# design 1

Figure 1. Clock network drawn from the DEF (design 1).
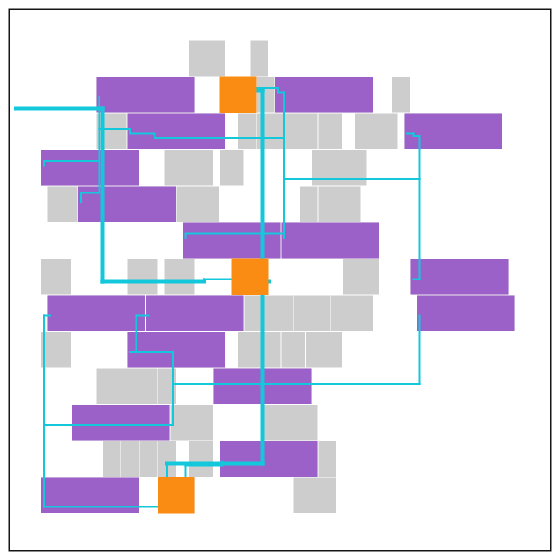
Figure 2. Placed cells, one color a class (design 1).
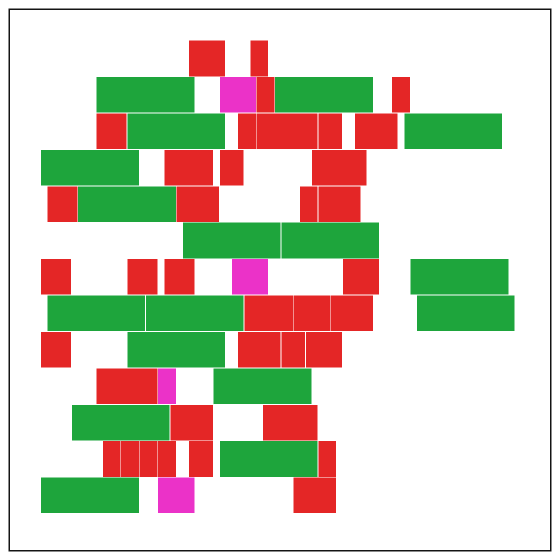
$ cat src/rtl/sr_cmd_gen.sv
// Set/clear command generator: sync + debounce two raw request lines, emit
// arbitrated single-cycle s/r pulses on debounced rising edges.

module sr_cmd_gen_chan #(
  parameter int unsigned DEBOUNCE_CNT = 4,
  parameter int unsigned CNT_W        = 4
) (
  input  logic clk,
  input  logic res,
  input  logic raw_i,
  output logic rise_o
);
  localparam logic [CNT_W-1:0] CNT_MAX = CNT_W'(DEBOUNCE_CNT - 1);

  logic             sync1_q, sync2_q;
  logic             db_q, db_d;
  logic [CNT_W-1:0] cnt_q, cnt_d;

  always_comb begin
    db_d  = db_q;
    cnt_d = '0;
    if (sync2_q != db_q) begin
      if (cnt_q == CNT_MAX) db_d  = sync2_q;
      else                  cnt_d = cnt_q + CNT_W'(1);
    end
  end

  // Rise is taken from the next-state value so the pulse lands on the same edge db flips.
  assign rise_o = db_d & ~db_q;

  always_ff @(posedge clk) begin
    if (!res) begin
      sync1_q <= 1'b0;
      sync2_q <= 1'b0;
      db_q    <= 1'b0;
      cnt_q   <= '0;
    end else begin
      sync1_q <= raw_i;
      sync2_q <= sync1_q;
      db_q    <= db_d;
      cnt_q   <= cnt_d;
    end
  end
endmodule

module sr_cmd_gen #(
  parameter int unsigned DEBOUNCE_CNT = 4,
  parameter int unsigned CNT_W        = 4,
  parameter int unsigned CLR_PRIORITY = 1
) (
  input  logic clk,
  input  logic res,
  input  logic set_in,
  input  logic clr_in,
  output logic s,
  output logic r,
  output logic conflict
);
  localparam int unsigned NUM_CH = 2;  // lane 0 = set, lane 1 = clear
  localparam bit CLR_WINS = (CLR_PRIORITY != 0);

  logic [NUM_CH-1:0] raw, req;
  logic s_q, s_d, r_q, r_d, conflict_q, conflict_d;

  assign raw = {clr_in, set_in};

  for (genvar g = 0; g < NUM_CH; g++) begin : g_ch
    sr_cmd_gen_chan #(
      .DEBOUNCE_CNT(DEBOUNCE_CNT),
      .CNT_W       (CNT_W)
    ) u_ch (
      .clk   (clk),
      .res   (res),
      .raw_i (raw[g]),
      .rise_o(req[g])
    );
  end

  // Loser of a collision is dropped outright, never queued.
  always_comb begin
    conflict_d = req[0] & req[1];
    s_d        = req[0] & (~req[1] | ~CLR_WINS);
    r_d        = req[1] & (~req[0] |  CLR_WINS);
  end

  always_ff @(posedge clk) begin
    if (!res) begin
      s_q        <= 1'b0;
      r_q        <= 1'b0;
      conflict_q <= 1'b0;
    end else begin
      s_q        <= s_d;
      r_q        <= r_d;
      conflict_q <= conflict_d;
    end
  end

  assign s        = s_q;
  assign r        = r_q;
  assign conflict = conflict_q;
endmodule

$ cat config.mk
export PLATFORM = sky130hd
export DESIGN_NAME = sr_cmd_gen
export DESIGN_NICKNAME = d
export VERILOG_FILES = /design/src/rtl/sr_cmd_gen.sv
export SDC_FILE = /design/constraint.sdc
export NUM_CORES = 1
export LEC_CHECK = 0
export ABC_CLOCK_PERIOD_IN_PS = 3000
export CORE_MARGIN = 2
export CORE_UTILIZATION = 45
export CTS_CLUSTER_SIZE = 24
export DETAILED_ROUTE_END_ITERATION = 6
export DONT_BUFFER_PORTS = 1
export PLACE_DENSITY = 0.62
export SLEW_MARGIN = 30
export SYNTH_ARGS = -nofsm -noshare
export SYNTH_HDL_FRONTEND = slang
export SYNTH_HIERARCHICAL = 1
export SYNTH_SLANG_ARGS = --single-unit
$ cat constraint.sdc
create_clock -name clk -period 3 [get_ports clk]
set_input_delay 0.3 -clock clk [delete_from_list [all_inputs] [get_ports clk]]
set_output_delay 0.3 -clock clk [all_outputs]
set_load 0.01 [all_outputs]
==> results.txt <==
Physical implementation.

- Summing the areas of all fa, ha and maj instances in the mapped netlist gives 4.211% of the synthesized area.
- The clock tree from TritonCTS is yes.
- The global-route wire length before repair is 1283 um.
- The final layout contains 65 nets.
- The simple-gate portion of the synthesized area is 25.05%.
- The unique cell type count in the Yosys netlist is 15.
- The number of cells on the worst reg-to-reg path is 4.
- The total die area is 1627 um^2.
- The flip-flop count of the largest register, all copies and words added is 8.
- The detailed placer reported the number of placed instances as 69.
- The net count of the mapped netlist is 60.
- The leakage power in the latest report is 0.2742 nW.
- The growth of design area from synthesis to finish is 7.579%.
- The fraction of the cycle the final worst path needs is 51.09%.
- The layout report gives the register share of total cell area as 53.23%.
- The total length of routed met2 wires is 331 um.
- Entering global routing, the biggest net connects 12 pins.
- The power report attributes to the clock group a share of 34.3%.
- The number of filler instances in the final layout is 119.
- The combinational share of cell area is 38.55%.
- The final setup slack of the worst path is 1467 ps.
- Setup repair after global routing left no endpoint under its margin.
- Checking hold timing, the worst path is listed with class in -> reg.
- The worst setup path is of the reg -> reg kind.
- In this run the tightest slew margin relative to its limit is 81.80%.
- The post-route worst hold slack is 119.8 ps.
- In this run, synthesis produced a sequential element count of 17.
- The most flop-heavy register is g_ch.u_ch/cnt_q.
- The transition time of the tightest slew-check pin is 272.4 ps.
- The run finished with clean final reports.
- The startpoint type of the worst setup path is a register.
- The first detailed-routing pass took 5 iterations.
- The area occupied by registers is 340.3 um^2.
- The total power per unit cell area is 561.5 nW/um^2.
- The clock tree root buffer cell is sky130_fd_sc_hd__clkbuf_4.
- Dividing the detail-routed wire length by the instance count gives 11.11 um.
- The synthesized instance count is 54.
- The H-tree level count is 1.
- Counting along the longest clock path gives a buffer depth of 2.
- In the final report, the number of hold violations comes to 0.
- The category of the worst setup path capture point is a register.
- The count of warning messages emitted by the tools is 26.
- The initial antenna violation count is 0.
- The end point of the critical path is s$_SDFF_PN0_.
- The pre-CTS worst setup slack is 1488 ps.
Notes on Figure 1 above:
[purple] flip-flops | count: 17
[cyan] clock wires | length: 217 um
[orange] clock drivers | count: 3
routed clock nets: 4
Clock net power: 0.123 mW
Skew-Pair Late Insertion Delay: 290 ps
final worst clock skew: 1.931 ps

Notes on Figure 2 above:
[red] combinational and other logic | cells: 37
[green] flops | cells: 17
[magenta] clock drivers and dummy loads | cells: 4
area of the core: 1269 um^2
fin area: 639.4 um^2
number of placement rows: 13

==> cells in the mapped netlist, drive strengths merged <==
| library cell | count |
|---|---|
| and3 | 1 |
| or3b | 2 |
| inv | 2 |
| dfxtp | 17 |
| and2 | 5 |
| and3b | 1 |
| nor3b | 2 |
| xnor2 | 2 |
| nor2b | 2 |
| nand3 | 4 |
| mux2i | 2 |
| nor2 | 8 |
| xor2 | 4 |
| ha | 2 |
==> power groups by stage <==
stage / combinational, mW / clock (mW) / sequential, mW
finish: 0.00509 / 0.123 / 0.231
global placement: 0.00496 / 0 / 0.236
detailed placement: 0.00518 / 0 / 0.236
floorplan: 0.00445 / 0 / 0.235
CTS: 0.00521 / 0.127 / 0.231
global route: 0.00589 / 0.134 / 0.231
==> worst max-delay path, cell delays in order (launching register included) <==
cell,delay [ps]
sky130_fd_sc_hd__dfxtp_1,370
sky130_fd_sc_hd__ha_1,190
sky130_fd_sc_hd__or3b_4,400
sky130_fd_sc_hd__nor3b_1,270
sky130_fd_sc_hd__and3b_1,210

# design 2

`config.mk`:
```
export PLATFORM = sky130hd
export DESIGN_NAME = uart_rx_frame_ctrl
export DESIGN_NICKNAME = d
export VERILOG_FILES = /design/src/rtl/uart_rx_frame_ctrl.sv
export SDC_FILE = /design/constraint.sdc
export NUM_CORES = 1
export LEC_CHECK = 0
export CAP_MARGIN = 20
export CELL_PAD_IN_SITES_DETAIL_PLACEMENT = 0
export CELL_PAD_IN_SITES_GLOBAL_PLACEMENT = 1
export CORE_ASPECT_RATIO = 0.9
export CORE_MARGIN = 4
export CORE_UTILIZATION = 35
export CTS_CLUSTER_DIAMETER = 200
export CTS_CLUSTER_SIZE = 24
export DETAILED_ROUTE_END_ITERATION = 10
export GPL_TIMING_DRIVEN = 0
export PLACE_DENSITY_LB_ADDON = 0.1
export SLEW_MARGIN = 40
export SYNTH_ARGS = -nofsm -noshare
export SYNTH_HDL_FRONTEND = slang
export SYNTH_SLANG_ARGS = --single-unit
```
`constraint.sdc`:
```
create_clock -name clk -period 2.2 [get_ports clk]
set_clock_uncertainty 0.15 [all_clocks]
set_input_delay 0.33 -clock clk [delete_from_list [all_inputs] [get_ports clk]]
set_output_delay 0.33 -clock clk [all_outputs]
set_load 0.1 [all_outputs]
```
`src/rtl/uart_rx_frame_ctrl.sv`:
```
// Frame controller behind the UART byte receiver: SYNC hunt, LEN/payload parsing, frame buffer and host handshake.
// Optional checksum byte and its checking are enabled by defining RX_FRAME_CSUM_EN.
module uart_rx_frame_ctrl #(
    parameter logic [7:0]  SYNC_BYTE   = 8'hA5,
    parameter int unsigned MAX_LEN     = 16,
    parameter int unsigned TIMEOUT_CYC = 52080,
    parameter int unsigned TO_W        = 16
) (
    input  logic                           clk,
    input  logic                           rst_n,
    input  logic [7:0]                     rx_data,
    input  logic                           rx_done,
    output logic                           frame_valid,
    input  logic                           frame_ready,
    output logic [$clog2(MAX_LEN+1)-1:0]   frame_len,
    input  logic [$clog2(MAX_LEN)-1:0]     rd_addr,
    output logic [7:0]                     rd_data,
    output logic                           busy,
    output logic                           err_len,
    output logic                           err_csum,
    output logic                           err_timeout,
    output logic                           ovr
);

    localparam int unsigned LEN_W  = $clog2(MAX_LEN + 1);
    localparam int unsigned ADDR_W = $clog2(MAX_LEN);

`ifdef RX_FRAME_CSUM_EN
    typedef enum logic [2:0] {S_IDLE, S_LEN, S_PAYLOAD, S_CSUM, S_HOLD} state_t;
`else
    typedef enum logic [1:0] {S_IDLE, S_LEN, S_PAYLOAD, S_HOLD} state_t;
`endif

    state_t              state_q, state_d;
    logic                rx_done_d;
    logic                accept;
    logic                in_frame;
    logic                last_byte;
    logic [TO_W-1:0]     to_cnt_q, to_cnt_d;
    logic [LEN_W-1:0]    len_q, len_d;
    logic [ADDR_W-1:0]   idx_q, idx_d;
    logic                wr_en;
    logic [7:0]          mem [MAX_LEN];

    logic                frame_valid_d, busy_d, err_len_d, err_timeout_d, ovr_d;
    logic [LEN_W-1:0]    frame_len_d;

`ifdef RX_FRAME_CSUM_EN
    logic [7:0]          csum_q, csum_d;
    logic                err_csum_d;
`endif

    // One byte per rising edge of rx_done, however long the strobe stays high
    assign accept = rx_done & ~rx_done_d;

    always_comb begin
        state_d       = state_q;
        len_d         = len_q;
        idx_d         = idx_q;
        to_cnt_d      = '0;
        wr_en         = 1'b0;
        err_len_d     = 1'b0;
        err_timeout_d = 1'b0;
        ovr_d         = 1'b0;
`ifdef RX_FRAME_CSUM_EN
        csum_d        = csum_q;
        err_csum_d    = 1'b0;
        in_frame      = (state_q == S_LEN) || (state_q == S_PAYLOAD) || (state_q == S_CSUM);
`else
        in_frame      = (state_q == S_LEN) || (state_q == S_PAYLOAD);
`endif
        last_byte     = (LEN_W'(idx_q) == (len_q - LEN_W'(1)));

        case (state_q)
            S_IDLE: begin
                if (accept && (rx_data == SYNC_BYTE)) state_d = S_LEN;
            end
            S_LEN: begin
                if (accept) begin
                    if ((rx_data == 8'h00) || (rx_data > 8'(MAX_LEN))) begin
                        err_len_d = 1'b1;
                        state_d   = S_IDLE;
                    end else begin
                        len_d   = LEN_W'(rx_data);
                        idx_d   = '0;
`ifdef RX_FRAME_CSUM_EN
                        csum_d  = rx_data;
`endif
                        state_d = S_PAYLOAD;
                    end
                end
            end
            S_PAYLOAD: begin
                if (accept) begin
                    wr_en  = 1'b1;
                    idx_d  = idx_q + ADDR_W'(1);
`ifdef RX_FRAME_CSUM_EN
                    csum_d = csum_q ^ rx_data;
                    if (last_byte) state_d = S_CSUM;
`else
                    if (last_byte) state_d = S_HOLD;
`endif
                end
            end
`ifdef RX_FRAME_CSUM_EN
            S_CSUM: begin
                if (accept) begin
                    if (rx_data == csum_q) begin
                        state_d = S_HOLD;
                    end else begin
                        err_csum_d = 1'b1;
                        state_d    = S_IDLE;
                    end
                end
            end
`endif
            S_HOLD: begin
                if (accept) ovr_d = 1'b1;
                if (frame_valid && frame_ready) state_d = S_IDLE;
            end
            default: state_d = S_IDLE;
        endcase

        // Inter-byte watchdog; an accept in the expiry cycle takes precedence
        if (in_frame && !accept) begin
            if (to_cnt_q == TO_W'(TIMEOUT_CYC - 1)) begin
                err_timeout_d = 1'b1;
                state_d       = S_IDLE;
            end else begin
                to_cnt_d = to_cnt_q + TO_W'(1);
            end
        end

        frame_valid_d = (state_d == S_HOLD);
        frame_len_d   = (state_d == S_HOLD) ? len_d : '0;
`ifdef RX_FRAME_CSUM_EN
        busy_d        = (state_d == S_LEN) || (state_d == S_PAYLOAD) || (state_d == S_CSUM);
`else
        busy_d        = (state_d == S_LEN) || (state_d == S_PAYLOAD);
`endif
    end

    always_ff @(posedge clk or negedge rst_n) begin
        if (!rst_n) begin
            state_q     <= S_IDLE;
            rx_done_d   <= 1'b0;
            to_cnt_q    <= '0;
            len_q       <= '0;
            idx_q       <= '0;
            frame_valid <= 1'b0;
            frame_len   <= '0;
            busy        <= 1'b0;
            err_len     <= 1'b0;
            err_timeout <= 1'b0;
            ovr         <= 1'b0;
        end else begin
            state_q     <= state_d;
            rx_done_d   <= rx_done;
            to_cnt_q    <= to_cnt_d;
            len_q       <= len_d;
            idx_q       <= idx_d;
            frame_valid <= frame_valid_d;
            frame_len   <= frame_len_d;
            busy        <= busy_d;
            err_len     <= err_len_d;
            err_timeout <= err_timeout_d;
            ovr         <= ovr_d;
        end
    end

`ifdef RX_FRAME_CSUM_EN
    always_ff @(posedge clk or negedge rst_n) begin
        if (!rst_n) begin
            csum_q   <= '0;
            err_csum <= 1'b0;
        end else begin
            csum_q   <= csum_d;
            err_csum <= err_csum_d;
        end
    end
`else
    assign err_csum = 1'b0;
`endif

    // Payload buffer keeps its contents across reset
    always_ff @(posedge clk) begin
        if (wr_en) mem[idx_q] <= rx_data;
    end

    assign rd_data = (LEN_W'(rd_addr) < frame_len) ? mem[rd_addr] : 8'h00;

endmodule

```
==> results.txt <==
Physical implementation.

- The count of hold-fix buffers inserted at cts is 1.
- The total cell area reported by yosys after synthesis is 7124 um^2.
- The inverter count is 10.
- Across the VDD grid, the largest voltage drop is 0.5535 mV.
- The mapped cell area is 7124 um^2.
- The class occupying the most area after layout is reported as flip-flops and latches.
- The run finished, with violations left.
- The kind of critical path is reg -> out.
- The final reports fail on negative setup slack.
- The worst setup path startpoint is frame_len[1]$_DFF_PN0_.
- In this run the maximum-capacitance check reported violations numbering 0.
- The number of setup violations in the final report is 9.
- The critical path data required time is 1720 ps.
- The script computed a power per unit cell area of 954.0 nW/um^2.
- The delay of the slowest cell on the worst path is 490 ps.
- The non-clock buffer share of cell area is 5.979%.
- The via count of the first global-routing pass was 3969.
- The final critical delay including setup and external delays is 2776 ps.
- The number of antenna diodes is 0.
- The largest driver fanout on the critical path is 4.
- The startpoint of the lowest-slack hold path is rx_data[6].
- In this run, distinct cell masters in the synthesized netlist total 51.
- Each instance of the synthesized netlist takes up on average 17.29 um^2.
- Post-CTS repair changed the size of 78 cells.
- The worst setup path is captured at an output port.
- Sequential cells placed in the final layout were counted as 166.
- Max-slew check failures listed in the final report amount to 0.
- Across the whole layout, storage elements make up 54.94% of the cell area.
- The floorplan step defined a core boundary enclosing 19990 um^2.
- The final setup slack of the worst path is -575.8 ps.
- After layout the clock buffers and inverters come to 6.709% of cell area.
- The quantity of I/O buffers inserted on ports is 32.
- The total stage count of the critical path is 8.
- The dominant register cell in the synthesized netlist is sky130_fd_sc_hd__edfxtp_1.
[report_power, final]
group | internal [mW] | total (mW) | switching [mW]
Clock | 1.61 | 2.95 | 1.33
Sequential | 3.54 | 3.65 | 0.113
Combinational | 0.656 | 1.74 | 1.09
[synthesized netlist by cell type (all sizes together) (6+ instances only)]
cell type | n | share of area [%]
inv | 10 | 0.53
nand3 | 9 | 0.63
ha | 15 | 2.6
nand2 | 9 | 0.47
and3 | 7 | 0.61
nor2b | 9 | 0.79
mux2 | 6 | 1.2
edfxtp | 128 | 54
nor2 | 20 | 1.1
and2 | 23 | 2.0
mux4 | 32 | 11
mux2i | 8 | 1.1
dfrtp | 38 | 13
xor2 | 11 | 1.4
xnor2 | 11 | 1.5
a211oi | 20 | 2.1
buf | 12 | 1.4
[registers in the layout, summed over array words and instances (netlist names)]
signal       count
frame_valid      1
to_cnt_q        16
ovr              1
state_q          2
mem            128
err_timeout      1
frame_len        5
busy             1
idx_q            4
rx_done_d        1
len_q            5
err_len          1
[layer usage]
metal / vias to the layer above / wire length (um) / track usage [%]
met2: 50 / 7536 / 23.26
met1: 1919 / 7135 / 19.54
met5: - / 0 / 0
met3: 11 / 374 / 3.372
li1: 1709 / - / -
met4: 0 / 126 / 3.770
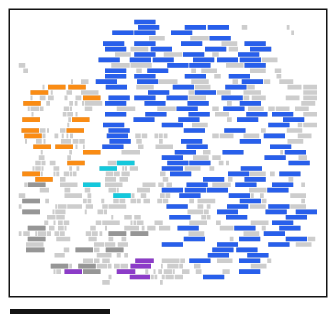
Figure 3: design 2, sequential cells colored by netlist name.
Bar = 50 um. Other sequential cells in the stronger gray, the rest of the logic in the fainter gray.
[orange] to_cnt_q | placed flops: 16 | where: left middle
[blue] mem | placed flops: 128
[purple] frame_len | placed flops: 5 | where: bottom middle
[cyan] idx_q | placed flops: 4
register area: 4806 um^2
sequential-cell power consumption: 3.65 mW
end-of-flow core utilization: 43.76%


# design 3

Figure 4. Port wiring (design 3).
Bar = 20 um.
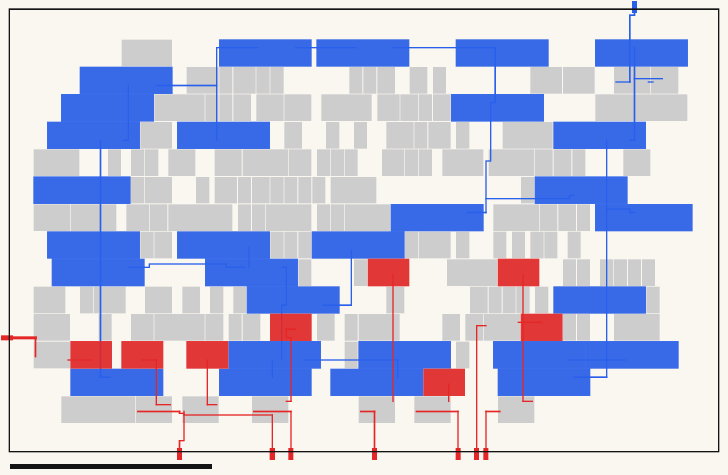
Figure 5. Cells by drive strength (design 3).
Bar = 20 um.
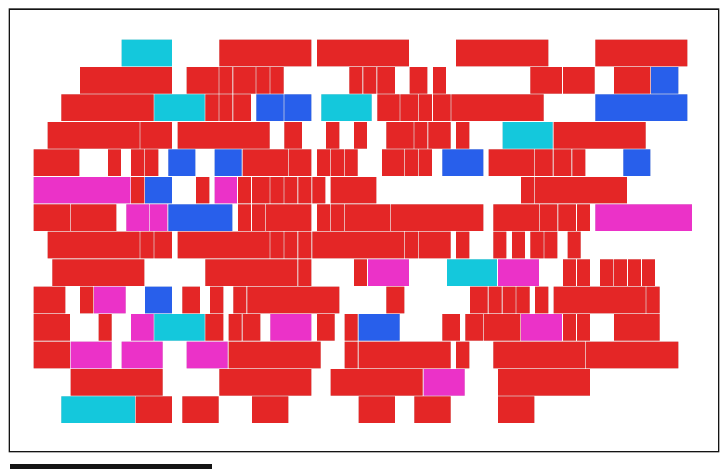
Figure 6. Clock network drawn from the DEF (design 3).
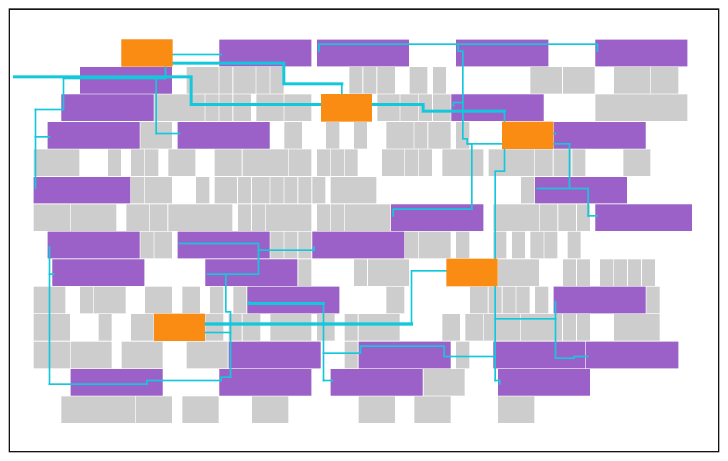
### src/rtl/pwm_dac_pkg.sv
// Shared types and helpers for the PWM DAC drive stage.
package pwm_dac_pkg;

    typedef enum logic {
        IDLE = 1'b0,
        RUN  = 1'b1
    } state_t;

    // Prescaler counter width; never narrower than one bit.
    function automatic int unsigned presc_width(input int unsigned presc);
        return (presc > 1) ? $clog2(presc) : 1;
    endfunction

endpackage

### src/rtl/pwm_dac_if.sv
// Duty-code valid/ready handshake between control logic and the PWM DAC.
interface pwm_dac_if #(
    parameter int unsigned WIDTH = 8
);
    logic [WIDTH-1:0] duty_data;
    logic             duty_valid;
    logic             duty_ready;

    modport master (output duty_data, output duty_valid, input duty_ready);
    modport slave  (input duty_data, input duty_valid, output duty_ready);
endinterface

### src/rtl/pwm_tick_gen.sv
// Prescaler: pulses tick once every PRESCALE clocks; clear restarts the count.
module pwm_tick_gen
    import pwm_dac_pkg::*;
#(
    parameter int unsigned PRESCALE = 1
) (
    input  logic clk,
    input  logic rst_n,
    input  logic clear,
    output logic tick
);

    localparam int unsigned PW = presc_width(PRESCALE);

    generate
        if (PRESCALE == 1) begin : g_bypass
            // Every clock is a tick; the counter collapses away.
            logic unused_ok;
            assign unused_ok = &{1'b0, clk, rst_n, clear};
            assign tick      = 1'b1;
        end else begin : g_div
            logic [PW-1:0] pcnt;

            assign tick = (pcnt == PW'(PRESCALE - 1));

            always_ff @(posedge clk or negedge rst_n) begin
                if (!rst_n) begin
                    pcnt <= '0;
                end else if (clear || tick) begin
                    pcnt <= '0;
                end else begin
                    pcnt <= pcnt + PW'(1);
                end
            end
        end
    endgenerate

endmodule

### src/rtl/pwm_dac.sv
// Double-buffered fixed-period PWM generator driving an external RC low-pass.
module pwm_dac
    import pwm_dac_pkg::*;
#(
    parameter int unsigned WIDTH    = 8,
    parameter int unsigned PRESCALE = 1
) (
    input  logic       clk,
    input  logic       rst_n,
    input  logic       en,
    pwm_dac_if.slave   bus,
    output logic       pwm_out,
    output logic       period_start
);

    localparam logic [WIDTH-1:0] CNT_MAX = '1;

    state_t           state;
    logic [WIDTH-1:0] cnt;
    logic [WIDTH-1:0] active;
    logic [WIDTH-1:0] shadow;
    logic             shadow_empty;
    logic             start_pend;
    logic             tick;
    logic             presc_clear;
    logic             accept;
    logic             boundary;

    // Ready comes straight from a flop so the handshake output is registered.
    assign bus.duty_ready = shadow_empty;
    assign accept         = bus.duty_valid && shadow_empty;
    assign presc_clear    = (state != RUN) || !en;
    assign boundary       = (state == RUN) && en && tick && (cnt == CNT_MAX);

    pwm_tick_gen #(
        .PRESCALE (PRESCALE)
    ) u_tick (
        .clk   (clk),
        .rst_n (rst_n),
        .clear (presc_clear),
        .tick  (tick)
    );

    always_ff @(posedge clk or negedge rst_n) begin
        if (!rst_n) begin
            state        <= IDLE;
            cnt          <= '0;
            active       <= '0;
            shadow       <= '0;
            shadow_empty <= 1'b1;
            start_pend   <= 1'b0;
            pwm_out      <= 1'b0;
            period_start <= 1'b0;
        end else begin
            if (accept) begin
                shadow       <= bus.duty_data;
                shadow_empty <= 1'b0;
            end

            unique case (state)
                IDLE: begin
                    start_pend <= 1'b0;
                    if (en) begin
                        state      <= RUN;
                        cnt        <= '0;
                        start_pend <= 1'b1;
                        if (!shadow_empty) begin
                            active       <= shadow;
                            shadow_empty <= 1'b1;
                        end
                    end
                end
                RUN: begin
                    if (!en) begin
                        state        <= IDLE;
                        cnt          <= '0;
                        pwm_out      <= 1'b0;
                        period_start <= 1'b0;
                        start_pend   <= 1'b0;
                    end else begin
                        pwm_out      <= (cnt < active);
                        period_start <= start_pend;
                        start_pend   <= boundary;
                        if (tick) begin
                            cnt <= cnt + WIDTH'(1);
                        end
                        // A code accepted on this same edge stays in shadow.
                        if (boundary && !shadow_empty) begin
                            active       <= shadow;
                            shadow_empty <= 1'b1;
                        end
                    end
                end
                default: state <= IDLE;
            endcase
        end
    end

endmodule
### src/flat_wrapper.sv
// flat-port wrapper written by rule: the top's interface ports become plain ports
module pwm_dac_flat import pwm_dac_pkg::*;
#(
    parameter int unsigned WIDTH    = 8,
    parameter int unsigned PRESCALE = 1
)
  (clk, rst_n, en, pwm_out, period_start, bus_duty_data, bus_duty_valid, bus_duty_ready);
  pwm_dac_if #(.WIDTH(WIDTH)) bus_i ();
  input  logic clk;
  input  logic rst_n;
  input  logic en;
  output logic pwm_out;
  output logic period_start;
  input wire logic [$bits(bus_i.duty_data)-1:0] bus_duty_data;
  input wire logic [$bits(bus_i.duty_valid)-1:0] bus_duty_valid;
  output wire logic [$bits(bus_i.duty_ready)-1:0] bus_duty_ready;
  assign bus_i.duty_data = bus_duty_data;
  assign bus_i.duty_valid = bus_duty_valid;
  assign bus_duty_ready = bus_i.duty_ready;
  pwm_dac #(.WIDTH(WIDTH), .PRESCALE(PRESCALE)) u_core (.clk(clk), .rst_n(rst_n), .en(en), .bus(bus_i), .pwm_out(pwm_out), .period_start(period_start));
endmodule
### config.mk
export PLATFORM = sky130hd
export DESIGN_NAME = pwm_dac_flat
export DESIGN_NICKNAME = d
export VERILOG_FILES = /design/src/rtl/pwm_dac_pkg.sv /design/src/rtl/pwm_dac_if.sv /design/src/rtl/pwm_tick_gen.sv /design/src/rtl/pwm_dac.sv /design/src/flat_wrapper.sv
export SDC_FILE = /design/constraint.sdc
export NUM_CORES = 1
export LEC_CHECK = 0
export ABC_AREA = 1
export CAP_MARGIN = 20
export CORE_ASPECT_RATIO = 0.6
export CORE_MARGIN = 2
export CORE_UTILIZATION = 55
export CTS_CLUSTER_DIAMETER = 100
export DETAILED_ROUTE_END_ITERATION = 12
export PLACE_DENSITY = 0.78
export SLEW_MARGIN = 30
export SYNTH_ARGS = -nofsm -noshare
export SYNTH_HDL_FRONTEND = slang
export SYNTH_SLANG_ARGS = --single-unit
### constraint.sdc
create_clock -name clk -period 1.5 [get_ports clk]
set_input_delay 0.225 -clock clk [delete_from_list [all_inputs] [get_ports clk]]
set_output_delay 0.225 -clock clk [all_outputs]
set_load 0.02 [all_outputs]
==> results.txt <==
Physical implementation.

- The run finished with clean final reports.
- Data arrives at the worst endpoint at 1580 ps.
- The post-layout net count is 202.
- The first-iteration detailed-routing DRC count is 69.
- The flop and latch count out of synthesis is 29.
- The dominant cell by count in the synthesized netlist is sky130_fd_sc_hd__nand2_1.
- The area share of the largest cell type after synthesis is 48.53%.
- The post-placement cell area is 1672 um^2.
- The worst setup path is captured at a register.
- The half-perimeter wire length after placement is 2214 um.
- The total overflow left after global routing is 0.
- The total cell area reported by yosys after synthesis is 1444 um^2.
- The mean area per synthesized cell is 9.376 um^2.
- The pin closest to its max-slew limit shows a slew of 361.2 ps.
- For this run, the leading register cell type out of synthesis is sky130_fd_sc_hd__dfrtp_1.
- The die is 43.69 um tall.
- For reference, simple AND, OR, NAND and NOR cells occupy 23.66% of the area reported after synthesis.
- The tool flagged a number of max-cap violations equal to 0.
- Of the cells placed in the final design, the portion with a size suffix greater than 1 is 18.68%.
## Picture notes: Figure 4
[red] bus_duty_data | direction: input | edge: 7 bottom, 1 left | end cells: 8 | buffers: 8 | wire: 117 um
[blue] rst_n | direction: input | edge: top | end cells: 29 | buffers: 2 | wire: 196 um
count of buffers inserted at the top-level ports: 14
number of top-level pins: 15

## Picture notes: Figure 5
[red] _0 and _1 cells | cells: 148
[blue] _3 and _4 cells | cells: 12
[magenta] _2 cells | cells: 15
[cyan] _6 and larger | cells: 7
fin area: 1792 um^2
number of buffers outside the clock class in the layout: 22
post-route setup slack: 91.59 ps
Layout Area Growth over Synthesis: 24.09%

## Picture notes: Figure 6
[purple] flip-flops | count: 29
[cyan] clock wires | length: 388 um
[orange] clock drivers | count: 5
routed clock nets: 6
Clock Power Share: 31.2%
Clock net power: 0.644 mW
Skew-Pair Late Insertion Delay: 280 ps
final worst clock skew: 11.83 ps

[worst max-delay path, cell delays in order, from the launching register on]
cell and delay (ps):
sky130_fd_sc_hd__dfrtp_2 420, sky130_fd_sc_hd__ha_4 150, sky130_fd_sc_hd__nand2_1 80, sky130_fd_sc_hd__nor2_4 180, sky130_fd_sc_hd__nand3_4 120, sky130_fd_sc_hd__nand2_8 110, sky130_fd_sc_hd__nand2_4 100, sky130_fd_sc_hd__nand2_1 80
sky130_fd_sc_hd__nand2_1 50
[where the power goes]
part | switching, mW | internal [mW]
Combinational | 0.216 | 0.194
Clock | 0.281 | 0.363
Sequential | 0.0877 | 0.924
Total | 0.584 | 1.48
[metal layers]
metal / wire length (um) / GRT usage (%) / vias up
met3: 202 / 10.47 / 2
li1: - / - / 555
met4: 8 / 5.769 / 0
met2: 1366 / 35.62 / 37
met5: 0 / 0 / -
met1: 1382 / 31.71 / 536
[area by class of cell]
cell class              instances  area share [%]
clock buffers                   7           4.818
inverters                      19           4.050
multi-input cells             105           36.87
flip-flops and latches         29           40.64
well taps                      32           2.235
repair buffers                 22           11.38

# design 4

$ cat config.mk
export PLATFORM = sky130hd
export DESIGN_NAME = pi_dpd_packer_flat
export DESIGN_NICKNAME = d
export VERILOG_FILES = /design/src/rtl/pi_dpd_packer_if.sv /design/src/rtl/pi_dpd_packer.sv /design/src/flat_wrapper.sv
export SDC_FILE = /design/constraint.sdc
export NUM_CORES = 1
export LEC_CHECK = 0
export CAP_MARGIN = 10
export CORE_MARGIN = 2
export CORE_UTILIZATION = 31
export DETAILED_ROUTE_END_ITERATION = 10
export GPL_TIMING_DRIVEN = 0
export MAX_ROUTING_LAYER = met4
export PLACE_DENSITY = 0.57
export SLEW_MARGIN = 30
export SYNTH_ARGS = -nofsm -noshare
export SYNTH_HDL_FRONTEND = slang
export SYNTH_SLANG_ARGS = --single-unit
$ cat constraint.sdc
create_clock -name clk -period 3.2 [get_ports clk]
set_input_delay 0.8 -clock clk [delete_from_list [all_inputs] [get_ports clk]]
set_output_delay 0.8 -clock clk [all_outputs]
set_load 0.01 [all_outputs]
$ cat src/rtl/pi_dpd_packer_if.sv
// Digit-in / word-out bundle for the DPD packer.
// master: digit producer and write-port observer; slave: the packer itself.
// N sets the memory word-address width.
interface pi_dpd_packer_if #(parameter int N = 17);
  logic          in_valid;
  logic          in_ready;
  logic [3:0]    in_digit;
  logic          in_last;
  logic          mem_we;
  logic [N-1:0]  mem_addr;
  logic [35:0]   mem_d;
  logic          done;
  logic          err;

  modport master (
    output in_valid, in_digit, in_last,
    input  in_ready, mem_we, mem_addr, mem_d, done, err
  );

  modport slave (
    input  in_valid, in_digit, in_last,
    output in_ready, mem_we, mem_addr, mem_d, done, err
  );
endinterface

$ cat src/rtl/pi_dpd_packer.sv
// Packs BCD digits three at a time into DPD declets and emits the little-endian declet stream as 36-bit words.
// Latency: group-completing digit in cycle t -> declet t+1 -> word write t+2; flush t+3, done t+4 after last digit.
// Backpressure: in_ready=0 from the last digit until done. Macro PI_PACK_CHECK_EN enables the digit range check / err.
module pi_dpd_packer #(
  parameter int N = 17
) (
  input  logic           clk,
  input  logic           rst,
  pi_dpd_packer_if.slave bus
);

  typedef enum logic [1:0] {
    RUN   = 2'd0,
    PAD   = 2'd1,
    FLUSH = 2'd2,
    DONE  = 2'd3
  } state_t;

  localparam logic [N-1:0] ADDR_ONE = {{(N-1){1'b0}}, 1'b1};

  state_t        state;
  logic          in_ready_q;
  logic          done_q;

  // Group assembly: first digit is the hundreds digit, second the tens.
  logic [3:0]    slot_h;
  logic [3:0]    slot_t;
  logic [1:0]    slot_idx;

  // Encoded declet waiting to be appended to the bit buffer.
  logic [9:0]    dec;
  logic          dec_vld;

  // Bit buffer holds fewer than 36 valid bits between appends.
  logic [45:0]   bit_buf;
  logic [5:0]    fill;
  logic [N-1:0]  wr_ptr;

  logic          mem_we_q;
  logic [N-1:0]  mem_addr_q;
  logic [35:0]   mem_d_q;
  logic          err_q;

  logic          take;
  logic          pad_step;
  logic          step;
  logic          grp_done;
  logic [3:0]    dig_raw;
  logic [3:0]    dig_in;
  logic [45:0]   app_buf;
  logic [5:0]    app_cnt;
  logic          app_full;
  logic          flush_go;

  // IEEE 754-2008 DPD encoding; h/t/o are the hundreds/tens/ones BCD digits.
  function automatic logic [9:0] dpd_enc(input logic [3:0] h, input logic [3:0] t, input logic [3:0] o);
    logic [9:0] r;
    case ({h[3], t[3], o[3]})
      3'b000:  r = {h[2:0], t[2:0], 1'b0, o[2:0]};
      3'b001:  r = {h[2:0], t[2:0], 3'b100, o[0]};
      3'b010:  r = {h[2:0], o[2:1], t[0], 3'b101, o[0]};
      3'b100:  r = {o[2:1], h[0], t[2:0], 3'b110, o[0]};
      3'b110:  r = {o[2:1], h[0], 2'b00, t[0], 3'b111, o[0]};
      3'b101:  r = {t[2:1], h[0], 2'b01, t[0], 3'b111, o[0]};
      3'b011:  r = {h[2:0], 2'b10, t[0], 3'b111, o[0]};
      default: r = {2'b00, h[0], 2'b11, t[0], 3'b111, o[0]};
    endcase
    return r;
  endfunction

  // Select the digit entering the group (real input or a pad zero) and form the append result.
  always_comb begin
    take     = (state == RUN) && bus.in_valid && in_ready_q;
    pad_step = (state == PAD);
    step     = take || pad_step;
    grp_done = step && (slot_idx == 2'd2);
    dig_raw  = pad_step ? 4'd0 : bus.in_digit;
`ifdef PI_PACK_CHECK_EN
    dig_in   = (take && (bus.in_digit > 4'd9)) ? 4'd0 : dig_raw;
`else
    dig_in   = dig_raw;
`endif
    app_buf  = bit_buf | ({36'd0, dec} << fill);
    app_cnt  = fill + 6'd10;
    app_full = (app_cnt >= 6'd36);
    flush_go = (state == FLUSH) && !dec_vld;
  end

  // Fill the hundreds and tens slots; the third digit completes the group.
  always_ff @(posedge clk) begin
    if (rst) begin
      slot_h   <= 4'd0;
      slot_t   <= 4'd0;
      slot_idx <= 2'd0;
    end else if (step) begin
      if (slot_idx == 2'd2) begin
        slot_idx <= 2'd0;
      end else begin
        if (slot_idx == 2'd0) slot_h <= dig_in;
        else                  slot_t <= dig_in;
        slot_idx <= slot_idx + 2'd1;
      end
    end
  end

  // Register the declet one cycle after its group completes.
  always_ff @(posedge clk) begin
    if (rst) begin
      dec     <= 10'd0;
      dec_vld <= 1'b0;
    end else begin
      dec_vld <= grp_done;
      if (grp_done) dec <= dpd_enc(slot_h, slot_t, dig_in);
    end
  end

  // Append declets to the buffer, emit full words, and write the partial tail word on flush.
  always_ff @(posedge clk) begin
    if (rst) begin
      bit_buf    <= 46'd0;
      fill       <= 6'd0;
      wr_ptr     <= '0;
      mem_we_q   <= 1'b0;
      mem_addr_q <= '0;
      mem_d_q    <= 36'd0;
    end else begin
      mem_we_q <= 1'b0;
      if (state == DONE) begin
        bit_buf <= 46'd0;
        fill    <= 6'd0;
        wr_ptr  <= '0;
      end else if (dec_vld) begin
        if (app_full) begin
          mem_we_q   <= 1'b1;
          mem_addr_q <= wr_ptr;
          mem_d_q    <= app_buf[35:0];
          wr_ptr     <= wr_ptr + ADDR_ONE;
          bit_buf    <= app_buf >> 36;
          fill       <= app_cnt - 6'd36;
        end else begin
          bit_buf <= app_buf;
          fill    <= app_cnt;
        end
      end else if (flush_go && (fill != 6'd0)) begin
        // Bits above fill are already zero, so the tail word needs no masking.
        mem_we_q   <= 1'b1;
        mem_addr_q <= wr_ptr;
        mem_d_q    <= bit_buf[35:0];
        wr_ptr     <= wr_ptr + ADDR_ONE;
        bit_buf    <= 46'd0;
        fill       <= 6'd0;
      end
    end
  end

  // Image sequencing: accept digits, pad the last group, wait for the tail write, pulse done.
  always_ff @(posedge clk) begin
    if (rst) begin
      state      <= RUN;
      in_ready_q <= 1'b1;
      done_q     <= 1'b0;
    end else begin
      done_q <= 1'b0;
      case (state)
        RUN: begin
          if (take && bus.in_last) begin
            in_ready_q <= 1'b0;
            state      <= (slot_idx == 2'd2) ? FLUSH : PAD;
          end
        end
        PAD: begin
          if (slot_idx == 2'd2) state <= FLUSH;
        end
        FLUSH: begin
          if (!dec_vld) state <= DONE;
        end
        default: begin
          done_q     <= 1'b1;
          in_ready_q <= 1'b1;
          state      <= RUN;
        end
      endcase
    end
  end

`ifdef PI_PACK_CHECK_EN
  // Sticky out-of-range flag, cleared only by rst.
  always_ff @(posedge clk) begin
    if (rst)                               err_q <= 1'b0;
    else if (take && (bus.in_digit > 4'd9)) err_q <= 1'b1;
  end
`else
  assign err_q = 1'b0;
`endif

  assign bus.in_ready = in_ready_q;
  assign bus.mem_we   = mem_we_q;
  assign bus.mem_addr = mem_addr_q;
  assign bus.mem_d    = mem_d_q;
  assign bus.done     = done_q;
  assign bus.err      = err_q;

endmodule
$ cat src/flat_wrapper.sv
// flat-port wrapper written by rule: the top's interface ports become plain ports
module pi_dpd_packer_flat 
#(
  parameter int N = 17
)
  (clk, rst, bus_in_valid, bus_in_digit, bus_in_last, bus_in_ready, bus_mem_we, bus_mem_addr, bus_mem_d, bus_done, bus_err);
  pi_dpd_packer_if #(.N(N)) bus_i ();
  input  logic clk;
  input  logic rst;
  input wire logic [$bits(bus_i.in_valid)-1:0] bus_in_valid;
  input wire logic [$bits(bus_i.in_digit)-1:0] bus_in_digit;
  input wire logic [$bits(bus_i.in_last)-1:0] bus_in_last;
  output wire logic [$bits(bus_i.in_ready)-1:0] bus_in_ready;
  output wire logic [$bits(bus_i.mem_we)-1:0] bus_mem_we;
  output wire logic [$bits(bus_i.mem_addr)-1:0] bus_mem_addr;
  output wire logic [$bits(bus_i.mem_d)-1:0] bus_mem_d;
  output wire logic [$bits(bus_i.done)-1:0] bus_done;
  output wire logic [$bits(bus_i.err)-1:0] bus_err;
  assign bus_i.in_valid = bus_in_valid;
  assign bus_i.in_digit = bus_in_digit;
  assign bus_i.in_last = bus_in_last;
  assign bus_in_ready = bus_i.in_ready;
  assign bus_mem_we = bus_i.mem_we;
  assign bus_mem_addr = bus_i.mem_addr;
  assign bus_mem_d = bus_i.mem_d;
  assign bus_done = bus_i.done;
  assign bus_err = bus_i.err;
  pi_dpd_packer #(.N(N)) u_core (.clk(clk), .rst(rst), .bus(bus_i));
endmodule
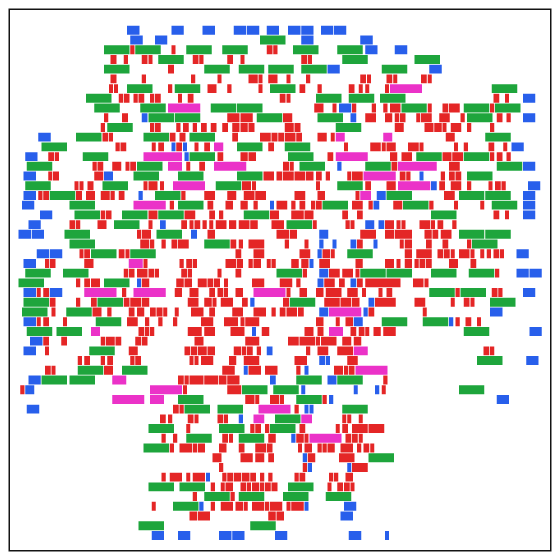
Figure 7: design 4, placed cells, one color a class.
[blue] other buffers and delay cells | cells: 120
[magenta] clock drivers and dummy loads | cells: 32
[red] combinational and other logic | cells: 624
[green] flops | cells: 147
end-of-flow core utilization: 39.38%
area of the core: 21150 um^2
number of placement rows: 53
sequential share of cell area: 35.33%
fin area: 8330 um^2

==> results.txt <==
Physical implementation.

- After detailed routing, the number of vias per cell comes to 5.114.
- The inverter count is 15.
- TritonRoute reported its final design rule violation total as 0.
- The layout report gives the multi-input gate share of total cell area as 41.87%.
- The pin closest to its max-slew limit shows a slew of 884.8 ps.
- The number of standard cells after synthesis is 828.
- The post-place instance area is 7697 um^2.
- Between clock sinks in the finished design, the worst skew comes to 14.17 ps.
- The floorplan report gives the top-level pin count as 65.
- The completed layout was analyzed and its total power is 4.738 mW.
- The post-route worst hold slack is 453.7 ps.
- The horizontal die dimension reported for this design is 151.2 um.
- The script reports the combined buffer and inverter count of the critical path as 3.
- The most common library cell in the layout ignoring fill and taps is sky130_fd_sc_hd__dfxtp_1.
- Looking at the critical path, the single cell with the biggest stage delay is sky130_fd_sc_hd__dfxtp_1.
- The critical path data required time is 3560 ps.
- The run finished with clean final reports.
- The number of multi-input combinational cells in the layout is 609.
- The tree is rooted in a sky130_fd_sc_hd__clkbuf_16.
- The number of antenna diodes is 0.
- The routing usage on met3 is 3.584%.
- The number of antenna-violating nets in the routed design is 0.
- Per report_power, the sequential group accounts for 41.3% of the total.
- Per the finish-stage timing summary, setup violations number 0.
- The total of max-cap violations is 0.
- The number of clock buffers in the layout is 17.
==> Yosys cell counts, drive strengths merged, types with 4 or more instances <==
master,n
a211oi,31
nor2,132
nor2b,16
a31oi,4
xnor2,16
a21oi,106
clkbuf,32
xor2,4
o21ai,32
or2,4
ha,8
and2,8
mux2i,19
o22ai,9
mux2,8
nor3b,4
buf,25
inv,15
a22oi,6
a21boi,5
nor3,23
dfxtp,147
nand3,10
nand2b,7
a221oi,8
nand2,97
or3,4
==> registers in the layout, indices dropped and copies added, names as in the netlist <==
name / flops
u_core.bus.mem_d: 36
u_core.bus.mem_addr: 17
u_core.dec: 10
u_core.slot_idx: 2
u_core.wr_ptr: 17
u_core.slot_t: 4
u_core.bus.mem_we: 1
u_core.state: 2
u_core.dec_vld: 1
u_core.bus.done: 1
u_core.bus.in_ready: 1
u_core.bit_buf: 46
u_core.fill: 5
u_core.slot_h: 4
==> what timing repair did <==
action                                  4_1_cts  5_1_grt
endpoints found under the setup margin       31       40
cloned                                        0        0
pin swaps                                     0        1
resized                                       0        2
setup buffers                                 0        2
endpoints found under the hold margin         0        0

# design 5

Figure 8. Clock network drawn from the DEF (design 5).
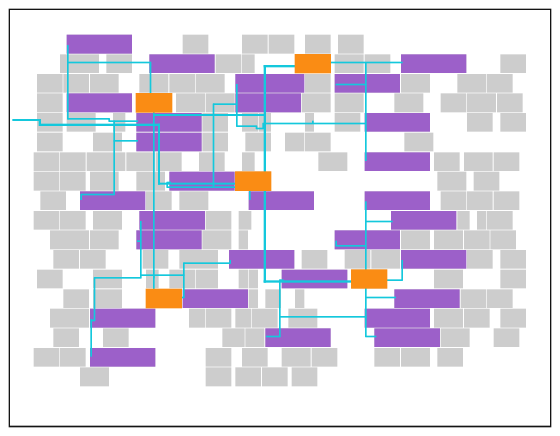
--- config.mk ---
export PLATFORM = sky130hd
export DESIGN_NAME = data_mem_arbiter_flat
export DESIGN_NICKNAME = d
export VERILOG_FILES = /design/src/rtl/data_mem_arbiter_if.sv /design/src/rtl/data_mem_arbiter.sv /design/src/flat_wrapper.sv
export SDC_FILE = /design/constraint.sdc
export NUM_CORES = 1
export LEC_CHECK = 0
export ABC_CLOCK_PERIOD_IN_PS = 2200
export CORE_ASPECT_RATIO = 0.75
export CORE_MARGIN = 3
export CORE_UTILIZATION = 38
export DETAILED_ROUTE_END_ITERATION = 16
export PLACE_DENSITY = 0.89
export RECOVER_POWER = 100
export SLEW_MARGIN = 20
export SYNTH_ARGS = -nofsm -noshare
export SYNTH_HDL_FRONTEND = slang
export SYNTH_SLANG_ARGS = --single-unit
--- constraint.sdc ---
create_clock -name clk_i -period 2.2 [get_ports clk_i]
set_input_delay 0.44 -clock clk_i [delete_from_list [all_inputs] [get_ports clk_i]]
set_output_delay 0.44 -clock clk_i [all_outputs]
set_load 0.01 [all_outputs]
--- src/rtl/data_mem_arbiter_if.sv ---
// Bundle between the two requesters, the arbiter and the single-port DataMem.
//   req0/we0/addr0/wdata0 -> ack0 : requester 0 (core load/store path)
//   req1/we1/addr1/wdata1 -> ack1 : requester 1 (test/DMA loader)
//   rdata, grant_id, busy         : shared status back to requesters
//   mem_write_en/mem_address/mem_data_in -> DataMem, mem_data_out <- DataMem
// Handshake: a requester raises reqN with its command and holds it until it
// sees ackN high for one cycle; on the edge after seeing ackN it either drops
// reqN or presents its next command. The command is sampled only at grant.
interface data_mem_arbiter_if #(
  parameter int W = 8,
  parameter int A = 8
);
  logic         req0;
  logic         we0;
  logic [A-1:0] addr0;
  logic [W-1:0] wdata0;
  logic         ack0;
  logic         req1;
  logic         we1;
  logic [A-1:0] addr1;
  logic [W-1:0] wdata1;
  logic         ack1;
  logic [W-1:0] rdata;
  logic         grant_id;
  logic         busy;
  logic         mem_write_en;
  logic [A-1:0] mem_address;
  logic [W-1:0] mem_data_in;
  logic [W-1:0] mem_data_out;

  // Requester/memory side.
  modport master (
    output req0, we0, addr0, wdata0, req1, we1, addr1, wdata1, mem_data_out,
    input  ack0, ack1, rdata, grant_id, busy, mem_write_en, mem_address, mem_data_in
  );

  // Arbiter side.
  modport slave (
    input  req0, we0, addr0, wdata0, req1, we1, addr1, wdata1, mem_data_out,
    output ack0, ack1, rdata, grant_id, busy, mem_write_en, mem_address, mem_data_in
  );
endinterface

--- src/rtl/data_mem_arbiter.sv ---
// Two-port round-robin arbiter in front of a single-port DataMem.
// Each access: IDLE (arbitrate + latch command) -> SERVE (memory access)
// -> ACK (one-cycle ack to the owner) -> IDLE. Three cycles per access.
// Ports:
//   clk_i   : clock, all state on posedge
//   rst_i   : asynchronous active-high reset
//   bus     : data_mem_arbiter_if.slave (requesters + DataMem)
//   state_o : current FSM state (0=IDLE, 1=SERVE, 2=ACK) for observation
module data_mem_arbiter #(
  parameter int W = 8,
  parameter int A = 8
) (
  input  logic                  clk_i,
  input  logic                  rst_i,
  data_mem_arbiter_if.slave     bus,
  output logic [1:0]            state_o
);

  typedef enum logic [1:0] {
    ST_IDLE  = 2'd0,
    ST_SERVE = 2'd1,
    ST_ACK   = 2'd2
  } state_t;

  state_t       state_q, state_d;
  logic         we_q, we_d;
  logic [A-1:0] addr_q, addr_d;
  logic [W-1:0] wdata_q, wdata_d;
  logic [W-1:0] rdata_q, rdata_d;
  logic         grant_q, grant_d;
  logic         last_q, last_d;
  logic         pick1;

  // State register. last_q resets to 1 so requester 0 wins the first tie.
  always_ff @(posedge clk_i or posedge rst_i) begin
    if (rst_i) begin
      state_q <= ST_IDLE;
      we_q    <= 1'b0;
      addr_q  <= '0;
      wdata_q <= '0;
      rdata_q <= '0;
      grant_q <= 1'b0;
      last_q  <= 1'b1;
    end else begin
      state_q <= state_d;
      we_q    <= we_d;
      addr_q  <= addr_d;
      wdata_q <= wdata_d;
      rdata_q <= rdata_d;
      grant_q <= grant_d;
      last_q  <= last_d;
    end
  end

  // Next-state and datapath-next logic.
  always_comb begin
    state_d = state_q;
    we_d    = we_q;
    addr_d  = addr_q;
    wdata_d = wdata_q;
    rdata_d = rdata_q;
    grant_d = grant_q;
    last_d  = last_q;
    // Requester 1 wins if it is alone, or on a tie when 0 had the last grant.
    pick1   = bus.req1 & (~bus.req0 | ~last_q);
    case (state_q)
      ST_IDLE: begin
        if (bus.req0 || bus.req1) begin
          we_d    = pick1 ? bus.we1    : bus.we0;
          addr_d  = pick1 ? bus.addr1  : bus.addr0;
          wdata_d = pick1 ? bus.wdata1 : bus.wdata0;
          grant_d = pick1;
          last_d  = pick1;
          state_d = ST_SERVE;
        end
      end
      ST_SERVE: begin
        // DataMem reads combinationally; capture on the same edge the write
        // would commit.
        if (!we_q) rdata_d = bus.mem_data_out;
        state_d = ST_ACK;
      end
      ST_ACK: begin
        state_d = ST_IDLE;
      end
      default: begin
        state_d = ST_IDLE;
      end
    endcase
  end

  // Outputs. mem_write_en is decoded from state so an async reset during
  // SERVE removes it before the edge and no write commits.
  always_comb begin
    bus.ack0         = (state_q == ST_ACK) && !grant_q;
    bus.ack1         = (state_q == ST_ACK) &&  grant_q;
    bus.mem_write_en = (state_q == ST_SERVE) && we_q;
    bus.mem_address  = addr_q;
    bus.mem_data_in  = wdata_q;
    bus.rdata        = rdata_q;
    bus.grant_id     = grant_q;
    bus.busy         = (state_q != ST_IDLE);
    state_o          = state_q;
  end

endmodule

--- src/flat_wrapper.sv ---
// flat-port wrapper written by rule: the top's interface ports become plain ports
module data_mem_arbiter_flat 
#(
  parameter int W = 8,
  parameter int A = 8
)
  (clk_i, rst_i, state_o, bus_req0, bus_we0, bus_addr0, bus_wdata0, bus_req1, bus_we1, bus_addr1, bus_wdata1, bus_mem_data_out, bus_ack0, bus_ack1, bus_rdata, bus_grant_id, bus_busy, bus_mem_write_en, bus_mem_address, bus_mem_data_in);
  data_mem_arbiter_if #(.W(W), .A(A)) bus_i ();
  input  logic clk_i;
  input  logic rst_i;
  output logic [1:0] state_o;
  input wire logic [$bits(bus_i.req0)-1:0] bus_req0;
  input wire logic [$bits(bus_i.we0)-1:0] bus_we0;
  input wire logic [$bits(bus_i.addr0)-1:0] bus_addr0;
  input wire logic [$bits(bus_i.wdata0)-1:0] bus_wdata0;
  input wire logic [$bits(bus_i.req1)-1:0] bus_req1;
  input wire logic [$bits(bus_i.we1)-1:0] bus_we1;
  input wire logic [$bits(bus_i.addr1)-1:0] bus_addr1;
  input wire logic [$bits(bus_i.wdata1)-1:0] bus_wdata1;
  input wire logic [$bits(bus_i.mem_data_out)-1:0] bus_mem_data_out;
  output wire logic [$bits(bus_i.ack0)-1:0] bus_ack0;
  output wire logic [$bits(bus_i.ack1)-1:0] bus_ack1;
  output wire logic [$bits(bus_i.rdata)-1:0] bus_rdata;
  output wire logic [$bits(bus_i.grant_id)-1:0] bus_grant_id;
  output wire logic [$bits(bus_i.busy)-1:0] bus_busy;
  output wire logic [$bits(bus_i.mem_write_en)-1:0] bus_mem_write_en;
  output wire logic [$bits(bus_i.mem_address)-1:0] bus_mem_address;
  output wire logic [$bits(bus_i.mem_data_in)-1:0] bus_mem_data_in;
  assign bus_i.req0 = bus_req0;
  assign bus_i.we0 = bus_we0;
  assign bus_i.addr0 = bus_addr0;
  assign bus_i.wdata0 = bus_wdata0;
  assign bus_i.req1 = bus_req1;
  assign bus_i.we1 = bus_we1;
  assign bus_i.addr1 = bus_addr1;
  assign bus_i.wdata1 = bus_wdata1;
  assign bus_i.mem_data_out = bus_mem_data_out;
  assign bus_ack0 = bus_i.ack0;
  assign bus_ack1 = bus_i.ack1;
  assign bus_rdata = bus_i.rdata;
  assign bus_grant_id = bus_i.grant_id;
  assign bus_busy = bus_i.busy;
  assign bus_mem_write_en = bus_i.mem_write_en;
  assign bus_mem_address = bus_i.mem_address;
  assign bus_mem_data_in = bus_i.mem_data_in;
  data_mem_arbiter #(.W(W), .A(A)) u_core (.clk_i(clk_i), .rst_i(rst_i), .bus(bus_i), .state_o(state_o));
endmodule
==> results.txt <==
Physical implementation.

- The run finished with clean final reports.
- The net count of the mapped netlist is 135.
- Ranked by total cell area, the synthesized netlist is headed by sky130_fd_sc_hd__dfrtp_1 52%, sky130_fd_sc_hd__mux2_2 27%, sky130_fd_sc_hd__mux2_4 9.9%.
- The summed negative setup slack over all endpoints is 0 ps.
- The largest driver fanout on the critical path is 12.
- The finished cells cover 2227 um^2.
- The top routing layer in use is met4.
- The via-per-instance ratio is 4.800.
- The tightest slew margin relative to the limit is 52.13%.
- Routing resource usage on met1 recorded by global route was 17.71%.
- The clock-pin transition on the worst setup and hold timing paths is 60 ps.
- The power report lists cell-internal power as 1.858 mW.
- The total cell area reported by yosys after synthesis is 1359 um^2.
- The power of the combinational group is 1.34 mW.
- The number of cells traversed by the worst hold path is 1.
- The worst-case clock buffer depth is 2.
- The core outline area is 3356 um^2.
- In this run the cell area of the synthesized design comes to 1359 um^2.
- The synthesized design spends more area on one cell type than any other, namely sky130_fd_sc_hd__dfrtp_1.
- Per the detailed placement report, the placed cell area equals 2191 um^2.
- Per report_power, the Sequential row totals 0.954 mW.
- The register share of total power is 35.3%.
- For this sky-water flow run, the detailed-routed wirelength per cell is reported as 14.13 um.
- Of the synthesized area, sequential elements account for 53.50%.
## Picture notes: Figure 8
[orange] clock drivers | count: 5
[purple] flip-flops | count: 29
[cyan] clock wires | length: 382 um
routed clock nets: 6
Clock Power Share: 15.2%
final worst clock skew: 8.600 ps
Skew-Pair Late Insertion Delay: 280 ps

[cell type report]
cell class,count,area (um^2),share of cell area [%]
sequential,29,726.9,32.64
tap,40,50.05,2.247
clock buffer,6,72.57,3.258
inverter,3,11.26,0.5056
timing repair buffer,82,790.8,35.51
clock inverter,2,10.01,0.4494
multi-input combinational,53,565.5,25.39
[flip-flops by register name, indices dropped and copies added, names as in the netlist]
signal / cells
u_core.bus.mem_address: 8
u_core.bus.mem_data_in: 8
u_core.state_o: 2
u_core.bus.rdata: 8
u_core.bus.grant_id: 1
u_core.last_q: 1
u_core.we_q: 1
[worst max-delay path, cell delays in order]
cell	delay [ps]
sky130_fd_sc_hd__dlygate4sd3_1	570
sky130_fd_sc_hd__a21bo_1	200
sky130_fd_sc_hd__clkbuf_2	330
sky130_fd_sc_hd__mux2_1	370
sky130_fd_sc_hd__mux2_2	260
[stage by stage]
stage	util [%]	power, mW	setup WS [ps]	std cells
5_1_grt	66.37	2.900	77.02	215
2_1_floorplan	-	1.689	635.1	89
3_5_place_dp	65.29	2.495	134.6	207
6_report	66.37	2.704	179.9	215
3_3_place_gp	65.29	2.445	164.9	207
4_1_cts	67.75	2.920	147.0	215


## Gallery

Placed cells, one color a class.
(a)
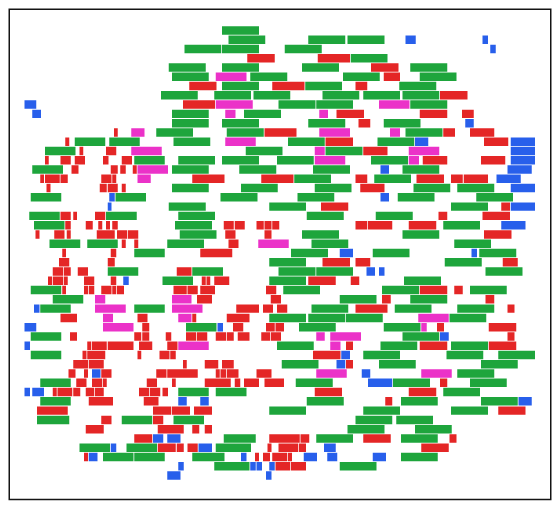
(b)
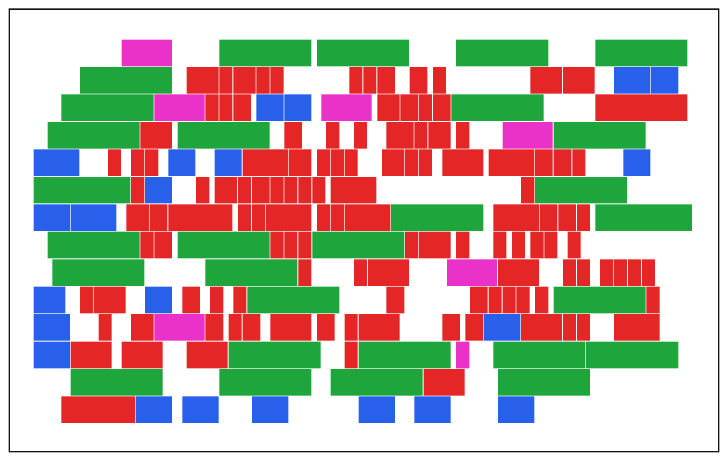
(c)
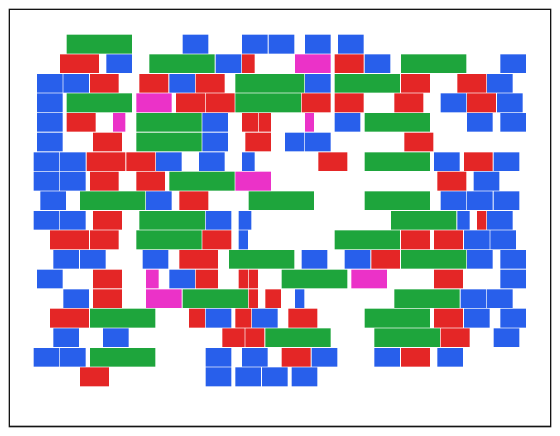
(c) comes from design 5.
(a) comes from design 2.
(b) comes from design 3.
Of these, most cells: (a)
Of these, lowest utilization: (a)

Power figures rest on the tool's default switching activity, not on a simulated workload.
